=== design 1 ===
`src/rtl/traffic_light_monitor.sv`:
```
`default_nettype none
// ============================================================================
//  Module   : traffic_light_monitor
//  Purpose  : Passive safety checker for the intersection light bus. Tracks
//             the NS_G -> NS_Y -> AR1 -> EW_G -> EW_Y -> AR2 phase sequence
//             and latches the first illegal code, conflict, out-of-order
//             transition, short phase or stuck phase it observes.
//  Revision : 1.0  initial release
// ============================================================================
module traffic_light_monitor #(
  parameter int GREEN_MIN  = 6,
  parameter int YELLOW_MIN = 2,
  parameter int ALLRED_MIN = 2,
  parameter int MAX_DWELL  = 12
) (
  input  logic        clk,
  input  logic        rst,
  input  logic [1:0]  ns_light,
  input  logic [1:0]  ew_light,
  input  logic        clr_fault,
  output logic [2:0]  phase,
  output logic        fault,
  output logic [2:0]  fault_code,
  output logic [2:0]  fault_phase,
  output logic        cycle_done,
  output logic [15:0] cycles_ok
);

  // Dwell counter width is sized so MAX_DWELL itself is representable.
  localparam int c_DW = $clog2(MAX_DWELL + 1);

  localparam logic [c_DW-1:0] c_GREEN_MIN  = c_DW'(GREEN_MIN);
  localparam logic [c_DW-1:0] c_YELLOW_MIN = c_DW'(YELLOW_MIN);
  localparam logic [c_DW-1:0] c_ALLRED_MIN = c_DW'(ALLRED_MIN);
  localparam logic [c_DW-1:0] c_MAX_DWELL  = c_DW'(MAX_DWELL);
  localparam logic [c_DW-1:0] c_DWELL_ONE  = c_DW'(1);

  // Light codes on the bus.
  localparam logic [1:0] c_RED    = 2'b00;
  localparam logic [1:0] c_YELLOW = 2'b01;
  localparam logic [1:0] c_GREEN  = 2'b10;
  localparam logic [1:0] c_BAD    = 2'b11;

  // Fault codes reported on fault_code.
  localparam logic [2:0] c_FC_NONE    = 3'd0;
  localparam logic [2:0] c_FC_ILLEGAL = 3'd1;
  localparam logic [2:0] c_FC_CONFL   = 3'd2;
  localparam logic [2:0] c_FC_SEQ     = 3'd3;
  localparam logic [2:0] c_FC_SHORT   = 3'd4;
  localparam logic [2:0] c_FC_STUCK   = 3'd5;

  // Monitor states; the encoding is the externally visible phase value.
  typedef enum logic [2:0] {
    S_SYNC  = 3'd0,
    S_NS_G  = 3'd1,
    S_NS_Y  = 3'd2,
    S_AR1   = 3'd3,
    S_EW_G  = 3'd4,
    S_EW_Y  = 3'd5,
    S_AR2   = 3'd6,
    S_FAULT = 3'd7
  } state_t;

  state_t          r_state;
  logic [c_DW-1:0] r_dwell;
  logic            r_fault;
  logic [2:0]      r_fault_code;
  logic [2:0]      r_fault_phase;
  logic            r_cycle_done;
  logic [15:0]     r_cycles_ok;

  logic [1:0]      w_cur_ns;
  logic [1:0]      w_cur_ew;
  logic [1:0]      w_nxt_ns;
  logic [1:0]      w_nxt_ew;
  state_t          w_nxt_state;
  logic [c_DW-1:0] w_min;

  logic            w_illegal;
  logic            w_conflict;
  logic            w_match_cur;
  logic            w_match_nxt;
  logic            w_at_max;
  logic            w_short;
  logic            w_sync_hit;

  // Expected light pattern, successor pattern and minimum dwell of the current phase.
  always_comb begin
    w_cur_ns    = c_RED;
    w_cur_ew    = c_RED;
    w_nxt_ns    = c_RED;
    w_nxt_ew    = c_RED;
    w_nxt_state = S_SYNC;
    w_min       = c_ALLRED_MIN;
    case (r_state)
      S_NS_G: begin
        w_cur_ns    = c_GREEN;
        w_nxt_ns    = c_YELLOW;
        w_nxt_state = S_NS_Y;
        w_min       = c_GREEN_MIN;
      end
      S_NS_Y: begin
        w_cur_ns    = c_YELLOW;
        w_nxt_state = S_AR1;
        w_min       = c_YELLOW_MIN;
      end
      S_AR1: begin
        w_nxt_ew    = c_GREEN;
        w_nxt_state = S_EW_G;
        w_min       = c_ALLRED_MIN;
      end
      S_EW_G: begin
        w_cur_ew    = c_GREEN;
        w_nxt_ew    = c_YELLOW;
        w_nxt_state = S_EW_Y;
        w_min       = c_GREEN_MIN;
      end
      S_EW_Y: begin
        w_cur_ew    = c_YELLOW;
        w_nxt_state = S_AR2;
        w_min       = c_YELLOW_MIN;
      end
      S_AR2: begin
        w_nxt_ns    = c_GREEN;
        w_nxt_state = S_NS_G;
        w_min       = c_ALLRED_MIN;
      end
      default: begin
        w_nxt_state = S_SYNC;
      end
    endcase
  end

  // Classification of the current sample against the expected patterns.
  always_comb begin
    w_illegal   = (ns_light == c_BAD) || (ew_light == c_BAD);
    w_conflict  = (ns_light != c_RED) && (ew_light != c_RED);
    w_match_cur = (ns_light == w_cur_ns) && (ew_light == w_cur_ew);
    w_match_nxt = (ns_light == w_nxt_ns) && (ew_light == w_nxt_ew);
    w_at_max    = (r_dwell == c_MAX_DWELL);
    w_short     = (r_dwell < w_min);
    // X or illegal codes compare false here, so SYNC simply keeps waiting.
    w_sync_hit  = (ns_light == c_GREEN) && (ew_light == c_RED);
  end

  // Phase tracker, dwell counter, fault latch and sequence counter.
  always_ff @(posedge clk or posedge rst) begin
    if (rst) begin
      r_state       <= S_SYNC;
      r_dwell       <= '0;
      r_fault       <= 1'b0;
      r_fault_code  <= c_FC_NONE;
      r_fault_phase <= 3'd0;
      r_cycle_done  <= 1'b0;
      r_cycles_ok   <= 16'd0;
    end else begin
      r_cycle_done <= 1'b0;
      if (clr_fault) begin
        // Clearing takes priority over anything detected this cycle.
        r_state       <= S_SYNC;
        r_dwell       <= '0;
        r_fault       <= 1'b0;
        r_fault_code  <= c_FC_NONE;
        r_fault_phase <= 3'd0;
      end else begin
        case (r_state)
          S_SYNC: begin
            if (w_sync_hit) begin
              r_state <= S_NS_G;
              r_dwell <= c_DWELL_ONE;
            end
          end
          S_FAULT: begin
            // Frozen until clr_fault.
          end
          default: begin
            if (w_illegal) begin
              r_state       <= S_FAULT;
              r_fault       <= 1'b1;
              r_fault_code  <= c_FC_ILLEGAL;
              r_fault_phase <= r_state;
            end else if (w_conflict) begin
              r_state       <= S_FAULT;
              r_fault       <= 1'b1;
              r_fault_code  <= c_FC_CONFL;
              r_fault_phase <= r_state;
            end else if (w_match_cur) begin
              if (w_at_max) begin
                r_state       <= S_FAULT;
                r_fault       <= 1'b1;
                r_fault_code  <= c_FC_STUCK;
                r_fault_phase <= r_state;
              end else begin
                r_dwell <= r_dwell + c_DWELL_ONE;
              end
            end else if (w_match_nxt) begin
              if (w_short) begin
                r_state       <= S_FAULT;
                r_fault       <= 1'b1;
                r_fault_code  <= c_FC_SHORT;
                r_fault_phase <= r_state;
              end else begin
                r_state <= w_nxt_state;
                r_dwell <= c_DWELL_ONE;
                // Closing AR2 completes one full sequence.
                if (r_state == S_AR2) begin
                  r_cycle_done <= 1'b1;
                  r_cycles_ok  <= r_cycles_ok + 16'd1;
                end
              end
            end else begin
              r_state       <= S_FAULT;
              r_fault       <= 1'b1;
              r_fault_code  <= c_FC_SEQ;
              r_fault_phase <= r_state;
            end
          end
        endcase
      end
    end
  end

  assign phase       = r_state;
  assign fault       = r_fault;
  assign fault_code  = r_fault_code;
  assign fault_phase = r_fault_phase;
  assign cycle_done  = r_cycle_done;
  assign cycles_ok   = r_cycles_ok;

endmodule
`default_nettype wire

```
`config.mk`:
```
export PLATFORM = sky130hd
export DESIGN_NAME = traffic_light_monitor
export DESIGN_NICKNAME = d
export VERILOG_FILES = /design/src/rtl/traffic_light_monitor.sv
export SDC_FILE = /design/constraint.sdc
export NUM_CORES = 1
export LEC_CHECK = 0
export CORE_ASPECT_RATIO = 0.8
export CORE_MARGIN = 2
export CORE_UTILIZATION = 52
export CTS_CLUSTER_SIZE = 12
export DETAILED_ROUTE_END_ITERATION = 7
export HOLD_SLACK_MARGIN = 0.08
export PLACE_DENSITY = 0.78
export SLEW_MARGIN = 20
export SYNTH_ARGS = -nofsm -noshare
export SYNTH_HDL_FRONTEND = slang
export SYNTH_SLANG_ARGS = --single-unit
```
`constraint.sdc`:
```
create_clock -name clk -period 2.8 [get_ports clk]
set_input_delay 0.28 -clock clk [delete_from_list [all_inputs] [get_ports clk]]
set_output_delay 0.28 -clock clk [all_outputs]
set_load 0.05 [all_outputs]
```
=== design 2 ===
### config.mk
export PLATFORM = sky130hd
export DESIGN_NAME = mips_icache_dm
export DESIGN_NICKNAME = d
export VERILOG_FILES = /design/src/rtl/mips_icache_dm.sv
export SDC_FILE = /design/constraint.sdc
export NUM_CORES = 1
export LEC_CHECK = 0
export CAP_MARGIN = 15
export CORE_AREA = 2 2 179 181
export CTS_BUF_LIST = sky130_fd_sc_hd__clkbuf_8
export CTS_CLUSTER_DIAMETER = 150
export DETAILED_ROUTE_END_ITERATION = 8
export DIE_AREA = 0 0 181 183
export GPL_TIMING_DRIVEN = 0
export PLACE_DENSITY_LB_ADDON = 0.1
export SLEW_MARGIN = 20
export SYNTH_ARGS = -nofsm -noshare
export SYNTH_HDL_FRONTEND = slang
export SYNTH_SLANG_ARGS = --single-unit
### constraint.sdc
create_clock -name clk -period 10.76 [get_ports clk]
set_input_delay 1.076 -clock clk [delete_from_list [all_inputs] [get_ports clk]]
set_output_delay 1.076 -clock clk [all_outputs]
set_load 0.01 [all_outputs]
### src/rtl/mips_icache_dm.sv
// Direct-mapped, read-only, one-word-per-line cache between the CPU fetch port and dummy_ram.
// Hits answer on the accepting edge; misses fetch the word from memory, fill the line, then answer.
module mips_icache_dm #(
   parameter int INDEX_BITS = 2,
   parameter int CNT_BITS   = 16
) (
   input  logic                clk,
   input  logic                reset,
   input  logic [31:0]         cpu_addr,
   input  logic                cpu_read_en,
   output logic [31:0]         cpu_data,
   output logic                cpu_dvalid,
   input  logic                flush,
   output logic [31:0]         mem_addr,
   output logic                mem_read_en,
   input  logic [31:0]         mem_data,
   input  logic                mem_dvalid,
   output logic [CNT_BITS-1:0] hit_count,
   output logic [CNT_BITS-1:0] miss_count
);

   // state  | meaning
   // S_IDLE | waiting for a request; flush clears all lines
   // S_FILL | miss outstanding at dummy_ram, waiting for mem_dvalid
   // S_DONE | cpu_dvalid pulse cycle; read_en and flush ignored

   localparam int LINES    = 1 << INDEX_BITS;
   localparam int TAG_BITS = 32 - INDEX_BITS;

   typedef enum logic [1:0] {
      S_IDLE = 2'd0,
      S_FILL = 2'd1,
      S_DONE = 2'd2
   } state_t;

   state_t state, state_nxt;

   logic [LINES-1:0]    valid;
   logic [TAG_BITS-1:0] tag_mem  [LINES];
   logic [31:0]         data_mem [LINES];
   logic [31:0]         req_addr;

   logic [INDEX_BITS-1:0] cpu_idx;
   logic [TAG_BITS-1:0]   cpu_tag;
   logic [INDEX_BITS-1:0] req_idx;
   logic [TAG_BITS-1:0]   req_tag;
   logic                  hit;

   logic accept;
   logic do_flush;
   logic fill_done;

   assign cpu_idx = cpu_addr[INDEX_BITS-1:0];
   assign cpu_tag = cpu_addr[31:INDEX_BITS];
   assign req_idx = req_addr[INDEX_BITS-1:0];
   assign req_tag = req_addr[31:INDEX_BITS];
   assign hit     = valid[cpu_idx] && (tag_mem[cpu_idx] == cpu_tag);

   // read_en must already be low in the dvalid cycle, otherwise dummy_ram restarts a read.
   assign mem_read_en = (state == S_FILL) && !mem_dvalid && !reset;
   assign mem_addr    = req_addr;

   always_comb begin
      state_nxt = state;
      accept    = 1'b0;
      do_flush  = 1'b0;
      fill_done = 1'b0;
      case (state)
         S_IDLE: begin
            if (flush) begin
               do_flush = 1'b1;
            end else if (cpu_read_en) begin
               accept    = 1'b1;
               state_nxt = hit ? S_DONE : S_FILL;
            end
         end
         S_FILL: begin
            if (mem_dvalid) begin
               fill_done = 1'b1;
               state_nxt = S_DONE;
            end
         end
         S_DONE: begin
            state_nxt = S_IDLE;
         end
         default: begin
            state_nxt = S_IDLE;
         end
      endcase
   end

   always_ff @(posedge clk) begin
      if (reset) begin
         state      <= S_IDLE;
         valid      <= '0;
         cpu_dvalid <= 1'b0;
         cpu_data   <= '0;
         req_addr   <= '0;
         hit_count  <= '0;
         miss_count <= '0;
      end else begin
         state      <= state_nxt;
         cpu_dvalid <= (accept && hit) || fill_done;
         if (accept) begin
            req_addr <= cpu_addr;
         end
         if (accept && hit) begin
            cpu_data <= data_mem[cpu_idx];
         end else if (fill_done) begin
            cpu_data <= mem_data;
         end
         if (do_flush) begin
            valid <= '0;
         end else if (fill_done) begin
            valid[req_idx] <= 1'b1;
         end
         if (accept && hit && (hit_count != '1)) begin
            hit_count <= hit_count + CNT_BITS'(1);
         end
         if (accept && !hit && (miss_count != '1)) begin
            miss_count <= miss_count + CNT_BITS'(1);
         end
      end
   end

   // Line payload carries no reset; valid bits alone decide whether it is usable.
   always_ff @(posedge clk) begin
      if (!reset && fill_done) begin
         tag_mem[req_idx]  <= req_tag;
         data_mem[req_idx] <= mem_data;
      end
   end

endmodule

=== design 3 ===
==> src/rtl/neural_pkg.sv <==
// Shared Q16.16 fixed-point types, limits and MAC state encoding.
// Saturating arithmetic is used when NEURON_MAC_SAT_EN is defined.
package neural_pkg;

  localparam int unsigned DATA_W    = 32;
  localparam int unsigned PROD_W    = 64;
  localparam int unsigned FRAC_BITS = 16;

  typedef logic signed [DATA_W-1:0] fixed_t;

  localparam fixed_t FIXED_MAX = 32'sh7FFF_FFFF;
  localparam fixed_t FIXED_MIN = 32'sh8000_0000;

  typedef enum logic [1:0] {
    IDLE  = 2'd0,
    ACCUM = 2'd1,
    DONE  = 2'd2
  } mac_state_t;

  // Signed add clamped to the Q16.16 range
  function automatic fixed_t sat_add(input fixed_t a, input fixed_t b);
    logic [DATA_W:0] s;
    s = {a[DATA_W-1], a} + {b[DATA_W-1], b};
    if (s[DATA_W] != s[DATA_W-1]) begin
      return s[DATA_W] ? FIXED_MIN : FIXED_MAX;
    end
    return fixed_t'(s[DATA_W-1:0]);
  endfunction

endpackage

==> src/rtl/fixed_mul.sv <==
// Combinational Q16.16 multiply: full signed product, bits [47:16] kept
// (floor truncation). Clamps instead of wrapping when NEURON_MAC_SAT_EN
// is defined.
module fixed_mul
  import neural_pkg::*;
(
  input  fixed_t i_a,
  input  fixed_t i_b,
  output fixed_t o_prod_c
);

  logic signed [PROD_W-1:0] w_full;
  logic                     w_unused;

  assign w_full   = PROD_W'(i_a) * PROD_W'(i_b);
  // Fraction bits below the result and sign-extension bits are dropped
  assign w_unused = ^{w_full[PROD_W-1:FRAC_BITS+DATA_W], w_full[FRAC_BITS-1:0]};

`ifdef NEURON_MAC_SAT_EN
  logic [PROD_W-FRAC_BITS-DATA_W:0] w_upper;
  logic                             w_ovf;

  // Result fits only if bits [63:47] are all copies of the sign
  assign w_upper = w_full[PROD_W-1:FRAC_BITS+DATA_W-1];
  assign w_ovf   = !((&w_upper) || (~|w_upper));

  // Clamp an out-of-range product to the representable extreme
  always_comb begin
    o_prod_c = fixed_t'(w_full[FRAC_BITS+DATA_W-1:FRAC_BITS]);
    if (w_ovf) begin
      o_prod_c = w_full[PROD_W-1] ? FIXED_MIN : FIXED_MAX;
    end
  end
`else
  assign o_prod_c = fixed_t'(w_full[FRAC_BITS+DATA_W-1:FRAC_BITS]);
`endif

endmodule

==> src/rtl/neuron_mac.sv <==
// Neuron multiply-accumulate: sums in_data*in_weight over a vector of beats
// on top of a preloaded bias, then presents the sum until downstream takes
// it. Optional macro NEURON_MAC_SAT_EN selects saturating instead of
// wrap-around product and accumulate arithmetic.
module neuron_mac
  import neural_pkg::*;
#(
  parameter int unsigned MAX_INPUTS = 16,
  parameter fixed_t      BIAS       = 32'sh0000_0000
) (
  input  logic              clk,
  input  logic              rst,
  input  logic              in_valid,
  output logic              in_ready,
  input  logic [DATA_W-1:0] in_data,
  input  logic [DATA_W-1:0] in_weight,
  input  logic              in_last,
  output logic              out_valid,
  input  logic              out_ready,
  output logic [DATA_W-1:0] out_data
);

  localparam int unsigned CNT_W = $clog2(MAX_INPUTS + 1);

  mac_state_t       r_state;
  fixed_t           r_acc;
  logic [CNT_W-1:0] r_count;
  logic             r_in_ready;
  logic             r_out_valid;
  fixed_t           r_out_data;

  fixed_t           w_prod;
  fixed_t           w_base;
  fixed_t           w_sum;
  logic [CNT_W-1:0] w_count_nxt;
  logic             w_accept;
  logic             w_last;

  fixed_mul u_fixed_mul (
    .i_a      (fixed_t'(in_data)),
    .i_b      (fixed_t'(in_weight)),
    .o_prod_c (w_prod)
  );

  assign w_accept    = in_valid && r_in_ready;
  // First beat of a vector starts from the bias, later beats from the sum
  assign w_base      = (r_state == IDLE) ? BIAS : r_acc;
  assign w_count_nxt = (r_state == IDLE) ? CNT_W'(1) : r_count + CNT_W'(1);
  assign w_last      = in_last || (w_count_nxt == CNT_W'(MAX_INPUTS));

`ifdef NEURON_MAC_SAT_EN
  assign w_sum = sat_add(w_base, w_prod);
`else
  assign w_sum = w_base + w_prod;
`endif

  // Vector sequencing, accumulation and registered handshake outputs
  always_ff @(posedge clk) begin
    if (rst) begin
      r_state     <= IDLE;
      r_acc       <= '0;
      r_count     <= '0;
      r_in_ready  <= 1'b1;
      r_out_valid <= 1'b0;
      r_out_data  <= '0;
    end else begin
      case (r_state)
        IDLE, ACCUM: begin
          if (w_accept) begin
            r_acc   <= w_sum;
            r_count <= w_count_nxt;
            if (w_last) begin
              r_state     <= DONE;
              r_in_ready  <= 1'b0;
              r_out_valid <= 1'b1;
              r_out_data  <= w_sum;
            end else begin
              r_state <= ACCUM;
            end
          end
        end
        DONE: begin
          if (out_ready) begin
            r_state     <= IDLE;
            r_count     <= '0;
            r_in_ready  <= 1'b1;
            r_out_valid <= 1'b0;
          end
        end
        default: begin
          r_state     <= IDLE;
          r_count     <= '0;
          r_in_ready  <= 1'b1;
          r_out_valid <= 1'b0;
        end
      endcase
    end
  end

  assign in_ready  = r_in_ready;
  assign out_valid = r_out_valid;
  assign out_data  = r_out_data;

endmodule
==> config.mk <==
export PLATFORM = sky130hd
export DESIGN_NAME = neuron_mac
export DESIGN_NICKNAME = d
export VERILOG_FILES = /design/src/rtl/neural_pkg.sv /design/src/rtl/fixed_mul.sv /design/src/rtl/neuron_mac.sv
export SDC_FILE = /design/constraint.sdc
export NUM_CORES = 2
export LEC_CHECK = 0
export ABC_AREA = 1
export CAP_MARGIN = 20
export CORE_MARGIN = 2
export CORE_UTILIZATION = 60
export CTS_BUF_LIST = sky130_fd_sc_hd__clkbuf_2
export DETAILED_ROUTE_END_ITERATION = 7
export GPL_ROUTABILITY_DRIVEN = 0
export MAX_ROUTING_LAYER = met4
export PLACE_DENSITY = 0.78
export SLEW_MARGIN = 25
export SYNTH_ARGS = -nofsm -noshare
export SYNTH_HDL_FRONTEND = slang
export SYNTH_HIERARCHICAL = 1
export SYNTH_SLANG_ARGS = --single-unit
==> constraint.sdc <==
create_clock -name clk -period 13.9 [get_ports clk]
set_input_delay 4.17 -clock clk [delete_from_list [all_inputs] [get_ports clk]]
set_output_delay 4.17 -clock clk [all_outputs]
set_load 0.01 [all_outputs]
=== design 4 ===
<file path="config.mk">
export PLATFORM = sky130hd
export DESIGN_NAME = dmem_fact_responder
export DESIGN_NICKNAME = d
export VERILOG_FILES = /design/src/rtl/dmem_fact_responder.sv
export SDC_FILE = /design/constraint.sdc
export NUM_CORES = 2
export LEC_CHECK = 0
export ABC_CLOCK_PERIOD_IN_PS = 4600
export CAP_MARGIN = 20
export CORE_ASPECT_RATIO = 0.8
export CORE_UTILIZATION = 25
export CTS_BUF_LIST = sky130_fd_sc_hd__clkbuf_4 sky130_fd_sc_hd__clkbuf_8 sky130_fd_sc_hd__clkbuf_16
export CTS_CLUSTER_SIZE = 10
export DETAILED_ROUTE_END_ITERATION = 8
export PLACE_DENSITY_LB_ADDON = 0.05
export SLEW_MARGIN = 20
export SYNTH_ARGS = -nofsm -noshare
export SYNTH_HDL_FRONTEND = slang
export SYNTH_SLANG_ARGS = --single-unit
</file>
<file path="constraint.sdc">
create_clock -name clk -period 4.6 [get_ports clk]
set_input_delay 0.92 -clock clk [delete_from_list [all_inputs] [get_ports clk]]
set_output_delay 0.92 -clock clk [all_outputs]
set_load 0.05 [all_outputs]
</file>
<file path="src/rtl/dmem_fact_responder.sv">
// rtl/dmem_fact_responder.sv - data-memory responder: RAM, factorial accelerator, GPO register
module dmem_fact_responder #(
    parameter int unsigned RAM_WORDS = 64,
    parameter logic [31:0] FACT_BASE = 32'h0000_0800,
    parameter logic [31:0] GPO_BASE  = 32'h0000_0900,
    parameter int unsigned MAX_N     = 12
) (
    input  logic        clk,
    input  logic        rst,
    input  logic        we,
    input  logic [31:0] addr,
    input  logic [31:0] wd,
    output logic [31:0] rd,
    output logic [31:0] gpo,
    output logic        fact_busy,
    output logic        fact_irq
);

    typedef enum logic [1:0] {IDLE, BUSY, DONE} state_t;

    localparam logic [29:0] FACT_W = FACT_BASE[31:2];
    localparam logic [29:0] GPO_W  = GPO_BASE[31:2];
    localparam logic [3:0]  MAX_N4 = 4'(MAX_N);

    state_t      state, state_next;
    logic [3:0]  n_reg;
    logic [3:0]  cnt, cnt_next;
    logic [31:0] prod, prod_next;
    logic [31:0] result, result_next;
    logic        done, done_next;
    logic        err, err_next;
    logic        irq_next;

    logic [31:0] ram [RAM_WORDS];
    logic [29:0] word;
    logic [5:0]  ram_idx;
    logic        sel_ram, sel_n, sel_go, sel_status, sel_result, sel_gpo;
    logic        go_req;

    // Byte-lane bits are irrelevant for a word-only bus
    logic unused_addr_bits;
    assign unused_addr_bits = ^addr[1:0];

    assign word       = addr[31:2];
    assign ram_idx    = addr[7:2];
    assign sel_ram    = (addr[31:8] == 24'd0);
    assign sel_n      = (word == FACT_W);
    assign sel_go     = (word == FACT_W + 30'd1);
    assign sel_status = (word == FACT_W + 30'd2);
    assign sel_result = (word == FACT_W + 30'd3);
    assign sel_gpo    = (word == GPO_W);
    assign go_req     = we && sel_go && wd[0];

    assign fact_busy = (state == BUSY);

    // RAM store port; contents deliberately survive reset
    always_ff @(posedge clk) begin
        if (we && sel_ram) begin
            ram[ram_idx] <= wd;
        end
    end

    // Software-writable registers: N operand and general-purpose output
    always_ff @(posedge clk or negedge rst) begin
        if (!rst) begin
            n_reg <= 4'd0;
            gpo   <= 32'd0;
        end else begin
            if (we && sel_n) begin
                n_reg <= wd[3:0];
            end
            if (we && sel_gpo) begin
                gpo <= wd;
            end
        end
    end

    // Accelerator state and datapath registers
    always_ff @(posedge clk or negedge rst) begin
        if (!rst) begin
            state    <= IDLE;
            cnt      <= 4'd0;
            prod     <= 32'd0;
            result   <= 32'd0;
            done     <= 1'b0;
            err      <= 1'b0;
            fact_irq <= 1'b0;
        end else begin
            state    <= state_next;
            cnt      <= cnt_next;
            prod     <= prod_next;
            result   <= result_next;
            done     <= done_next;
            err      <= err_next;
            fact_irq <= irq_next;
        end
    end

    // Accelerator next-state: accept GO when not busy, multiply down to 1, then latch result
    always_comb begin
        state_next  = state;
        cnt_next    = cnt;
        prod_next   = prod;
        result_next = result;
        done_next   = done;
        err_next    = err;
        irq_next    = 1'b0;
        case (state)
            IDLE, DONE: begin
                if (go_req) begin
                    if (n_reg > MAX_N4) begin
                        err_next    = 1'b1;
                        done_next   = 1'b1;
                        result_next = 32'd0;
                        irq_next    = 1'b1;
                        state_next  = DONE;
                    end else begin
                        cnt_next   = n_reg;
                        prod_next  = 32'd1;
                        done_next  = 1'b0;
                        err_next   = 1'b0;
                        state_next = BUSY;
                    end
                end
            end
            BUSY: begin
                if (cnt > 4'd1) begin
                    prod_next = prod * {28'd0, cnt};
                    cnt_next  = cnt - 4'd1;
                end else begin
                    result_next = prod;
                    done_next   = 1'b1;
                    irq_next    = 1'b1;
                    state_next  = DONE;
                end
            end
            default: state_next = IDLE;
        endcase
    end

    // Combinational load mux; unmapped addresses read as zero
    always_comb begin
        rd = 32'd0;
        if (sel_ram) begin
            rd = ram[ram_idx];
        end else if (sel_n) begin
            rd = {28'd0, n_reg};
        end else if (sel_go) begin
            rd = {31'd0, fact_busy};
        end else if (sel_status) begin
            rd = {30'd0, err, done};
        end else if (sel_result) begin
            rd = result;
        end else if (sel_gpo) begin
            rd = gpo;
        end
    end

endmodule

</file>
**Design 4: M1 wires**

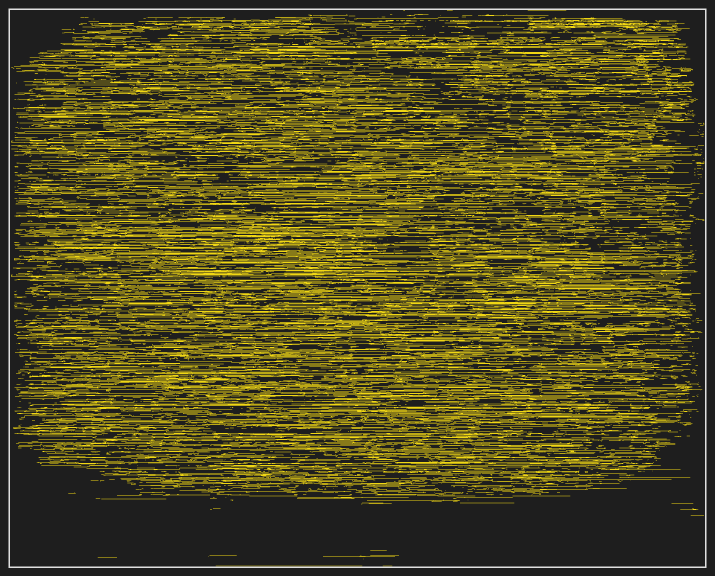
The longest straight run is 202 um. 5,948 nets have wire on it. The layer holds 49% of the routed length. The layer carries 199 mm of wire. The wires run mostly horizontal.
vias: 54.16k
drt total wl: 408,700 um
met1 GRT Util: 0.3531

==> impl_metrics.csv, design 4 <==
group,metric,value,unit
run_status,status,"finished with violations",
run_status,violations,"setup timing",
die,die_y,520.2,um
sta,period_needed,4.933,ns
die,coreArea,332700,um^2
layout,area_delta_synth_final,31.83,%
setup_path,crit_buf_inv,6,
sta,hold_viol,0,
setup_path,worst_path_most_repeated_cell,"buf_6",
detailed_routing,ant_nets,0,
cts,cts.clk_slew.worst_paths,0.06,ns
setup_path,reg2reg_slack,0.20,ns
sta,fin_ws,-0.3334,ns
sta,final.setup.tns,-2.444,ns
synthesis,simple_gate_area_frac,0.03910,
cts,clock_sinks,2157,
layout,finish.utilization,0.3325,
synthesis,fp_nets,5176,
synthesis,yosys_warnings,0,
die,initCoreUtil,0.2522,
layout,inverters,122,
layout,largest_reg_flops,2048,
global_route,use_met3,0.03005,
sta,setup_viol,21,
synthesis,syn_avg_cell_area,16.72,um^2
layout,antenna_cells,6,
layout,final_layout_top_logic_cells,"edfxtp_1, buf_4, a22oi_1, clkbuf_16, buf_12",
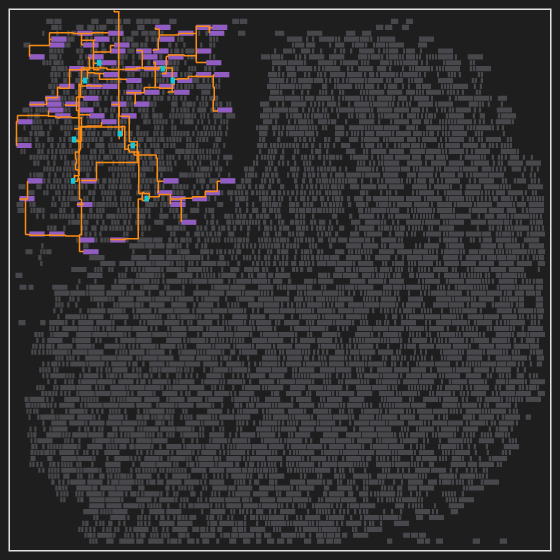
**Above:** design 3 (clock wires, drivers and flops).
clock drivers: shown in cyan, count 9. clock wires: shown in orange, length 1,090 um. flip-flops: shown in purple, count 73.
There are 10 routed clock nets. Position of the flops: north-west.
Clock Latency Late Sink: 0.59 ns
Final Skew: 0.02535 ns

==> impl_metrics.csv, design 3 <==
group,metric,value,unit
detailed_routing,drtIter0Drc,2400,
cts,cts_hold_buf,0,
die,io_pins,103,
synthesis,top_cell,"inv_1",
cts,cts_buffers,9,
synthesis,ys_sh_xor,0.01341,
setup_path,required,14.42,ns
layout,seq_cells,73,
layout,fin_nets,5996,
sta,rsz0062_at_grt,"false",
layout,seq-cell-share,0.03849,
setup_path,cpMaxStageDelayCell,"clkdlybuf4s50_1",
synthesis,synth_area,35930,um^2
setup_path,timing.rr.start,"r_state[0]",
layout,comb_area,27780,um^2
die,initCoreUtil,0.6076,
global_route,grt-busiest-layer,"met2",
layout,layout-drive-gt1-share,0.02838,
flow_run,warning_count,26,
layout,clkbuf_count,9,
min_path,hold_depth,2,
min_path,worstHoldPathType,"reg2reg",
die,die_x,248.7,um
layout,inverters,1565,
cts,cts_tree,"built",
run_status,status,"finished, final reports clean",
layout,largest_class,"combinational gates",
setup_path,arrival,13.53,ns
global_route,grt_usage,0.3337,
setup_path,startpoint,"in_weight[2]",
synthesis,syn_inst,4881,
die,die_y,248.7,um
sta,clock.fmax,76.82,MHz
synthesis,ys_ff,73,
global_route,use_met2,0.5520,
layout,stdcell_count,5673,
setup_path,crit_buf_inv,7,
cts,clock_sinks,73,
setup_path,worst_path_most_repeated_cell,"fa_1",
setup_path,crit_path_end,"r_acc[31]",
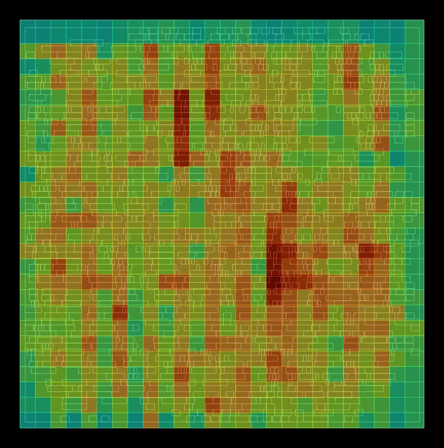
**Above:** design 2 (routing congestion).
fin util: 0.5563
met1 GRT Util: 0.2798
grt peak-use layer: met2
met2 Track Usage GR: 0.3551

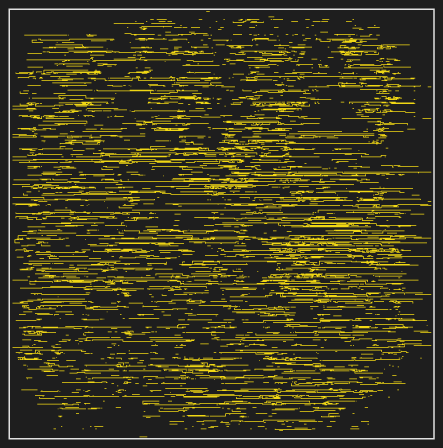
**Above:** design 2 (M1 wires).
The longest straight run is 62.6 um. 1,180 nets have wire on it.

==> impl_metrics.csv, design 2 <==
group,metric,value,unit
synthesis,ys_cells,930,
die,die-area,33120,um^2
setup_path,required,11.27,ns
global_route,antenna_found_initial,0,
detailed_routing,wl_per_cell,21.03,um
placed_design,dp_cells,1550,
synthesis,yosys_warnings,0,
layout,final_layout_top_logic_cells,"edfxtp_1, clkdlybuf4s50_1, nand2_1, dfxtp_1, a21oi_1",
cts,cts.clk_slew.worst_paths,0.06,ns
layout,area_delta_synth_final,26.01,%
setup_path,worst-path-stages,11,
placed_design,port_buffers,165,
layout,largest_class,"sequential cells",
global_route,grt_max_degree,16,
die,well_tap_count,402,
run_status,status,"finished, final reports clean",
detailed_routing,highest_layer,"met4",
synthesis,fp_nets,1001,
setup_path,critPathMaxStageDelay,0.57,ns
sta,fin_ws,6.294,ns
detailed_routing,dr_wl_met3,1974,um
setup_path,reg2reg_slack,7.29,ns
layout,sh_comb_area,0.2324,
detailed_routing,ant_nets,0,
cts,clk_latency,0.59,ns
setup_path,worst_setup_path_end_kind,"flip-flop",
setup_path,path_cells,"clkdlybuf4s50_1, buf_2, mux4_2, xnor2_1, nand4_1, a21oi_1, nand3_2, nor2_1, buf_2, a22oi_1, a21oi_1",
min_path,worstHoldPathType,"reg2reg",
layout,antenna_cells,0,
layout,fillCellCount,2624,
layout,comb_area,4038,um^2
layout,clkbuf_count,66,
cts,postCtsSetupRepairBufs,0,
cts,clock_path_buffers,3,
cts,cts-resized-gates,0,
synthesis,synthAoiAreaFrac,0.07377,
synthesis,simple_gate_area_frac,0.08521,
layout,final_area,17370,um^2
sta,rsz0062_at_grt,"false",
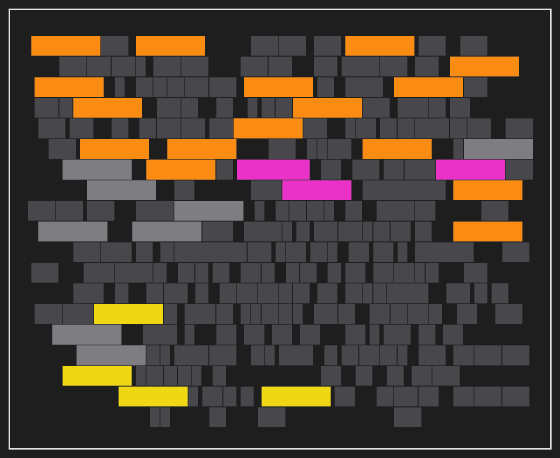
**Above:** design 1 (sequential cells grouped by signal name).
Other sequential cells in the stronger grey, the rest of the logic in the fainter grey.
r_dwell: shown in yellow, sequential cells 4, where south-west. phase: shown in magenta, sequential cells 3. cycles_ok: shown in orange, sequential cells 16.
Another 8 sequential cells are not coloured.

==> impl_metrics.csv, design 1 <==
group,metric,value,unit
run_status,status,"finished, final reports clean",
cts,cts_tree,"built",
sta,period_needed,2.710,ns
setup_path,cpMaxStageDelayCell,"a221oi_4",
layout,sh_comb_area,0.4157,
layout,finish.utilization,0.7256,
global_route,use_met2,0.3757,
die,initCoreUtil,0.5452,
global_route,grt-busiest-layer,"met2",
synthesis,top_logic_kind,"simple AND/OR/NAND/NOR gates",
synthesis,synth-edff-count,0,
sta,holdWs,0.4610,ns
placed_design,gp_congestion,0.9101,
layout,clock_area_frac,0.04702,
placed_design,dpl_cell_area,2384,um^2
layout,final_common_cell,"clkdlybuf4s50_1",
sta,maxSlewViolCount,0,
detailed_routing,drtIter0Drc,177,
detailed_routing,drc,0,
placed_design,dp_slack,-0.03187,ns
detailed_routing,wl_per_cell,16.45,um
setup_path,required,2.96,ns
synthesis,synth_area,1879,um^2
synthesis,netlist.top_cell.by_area,"dfrtp_1",
setup_path,rr_worst_depth,9,
layout,clkbuf_count,6,
synthesis,ys.flop_type,"dfrtp_1",
synthesis,ys_seq_share,0.4128,
synthesis,yosys_warnings,0,
detailed_routing,ant_nets,0,
die,die_y,57.77,um
synthesis,syn_inst,194,
cts,clock_sinks,31,


## Gallery

Routing congestion.
picture 1
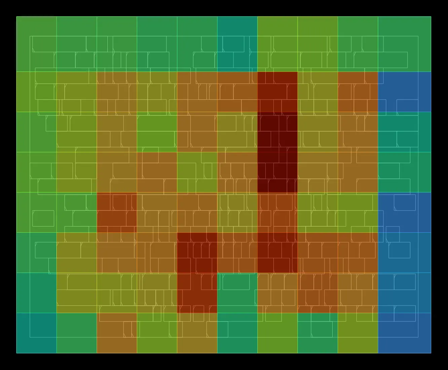
picture 2
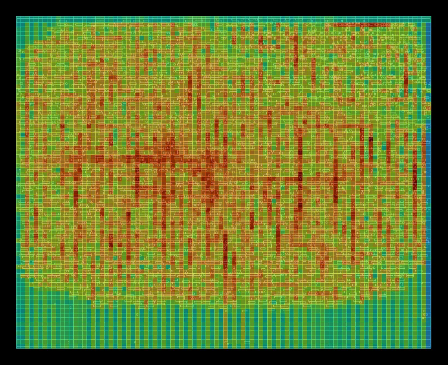
picture 3
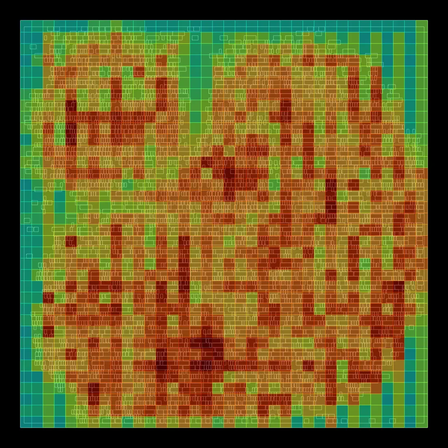
- design 3 = picture 3
- design 1 = picture 1
- design 4 = picture 2
The one with the highest track usage is picture 3.
The one with the lowest utilization is picture 2.

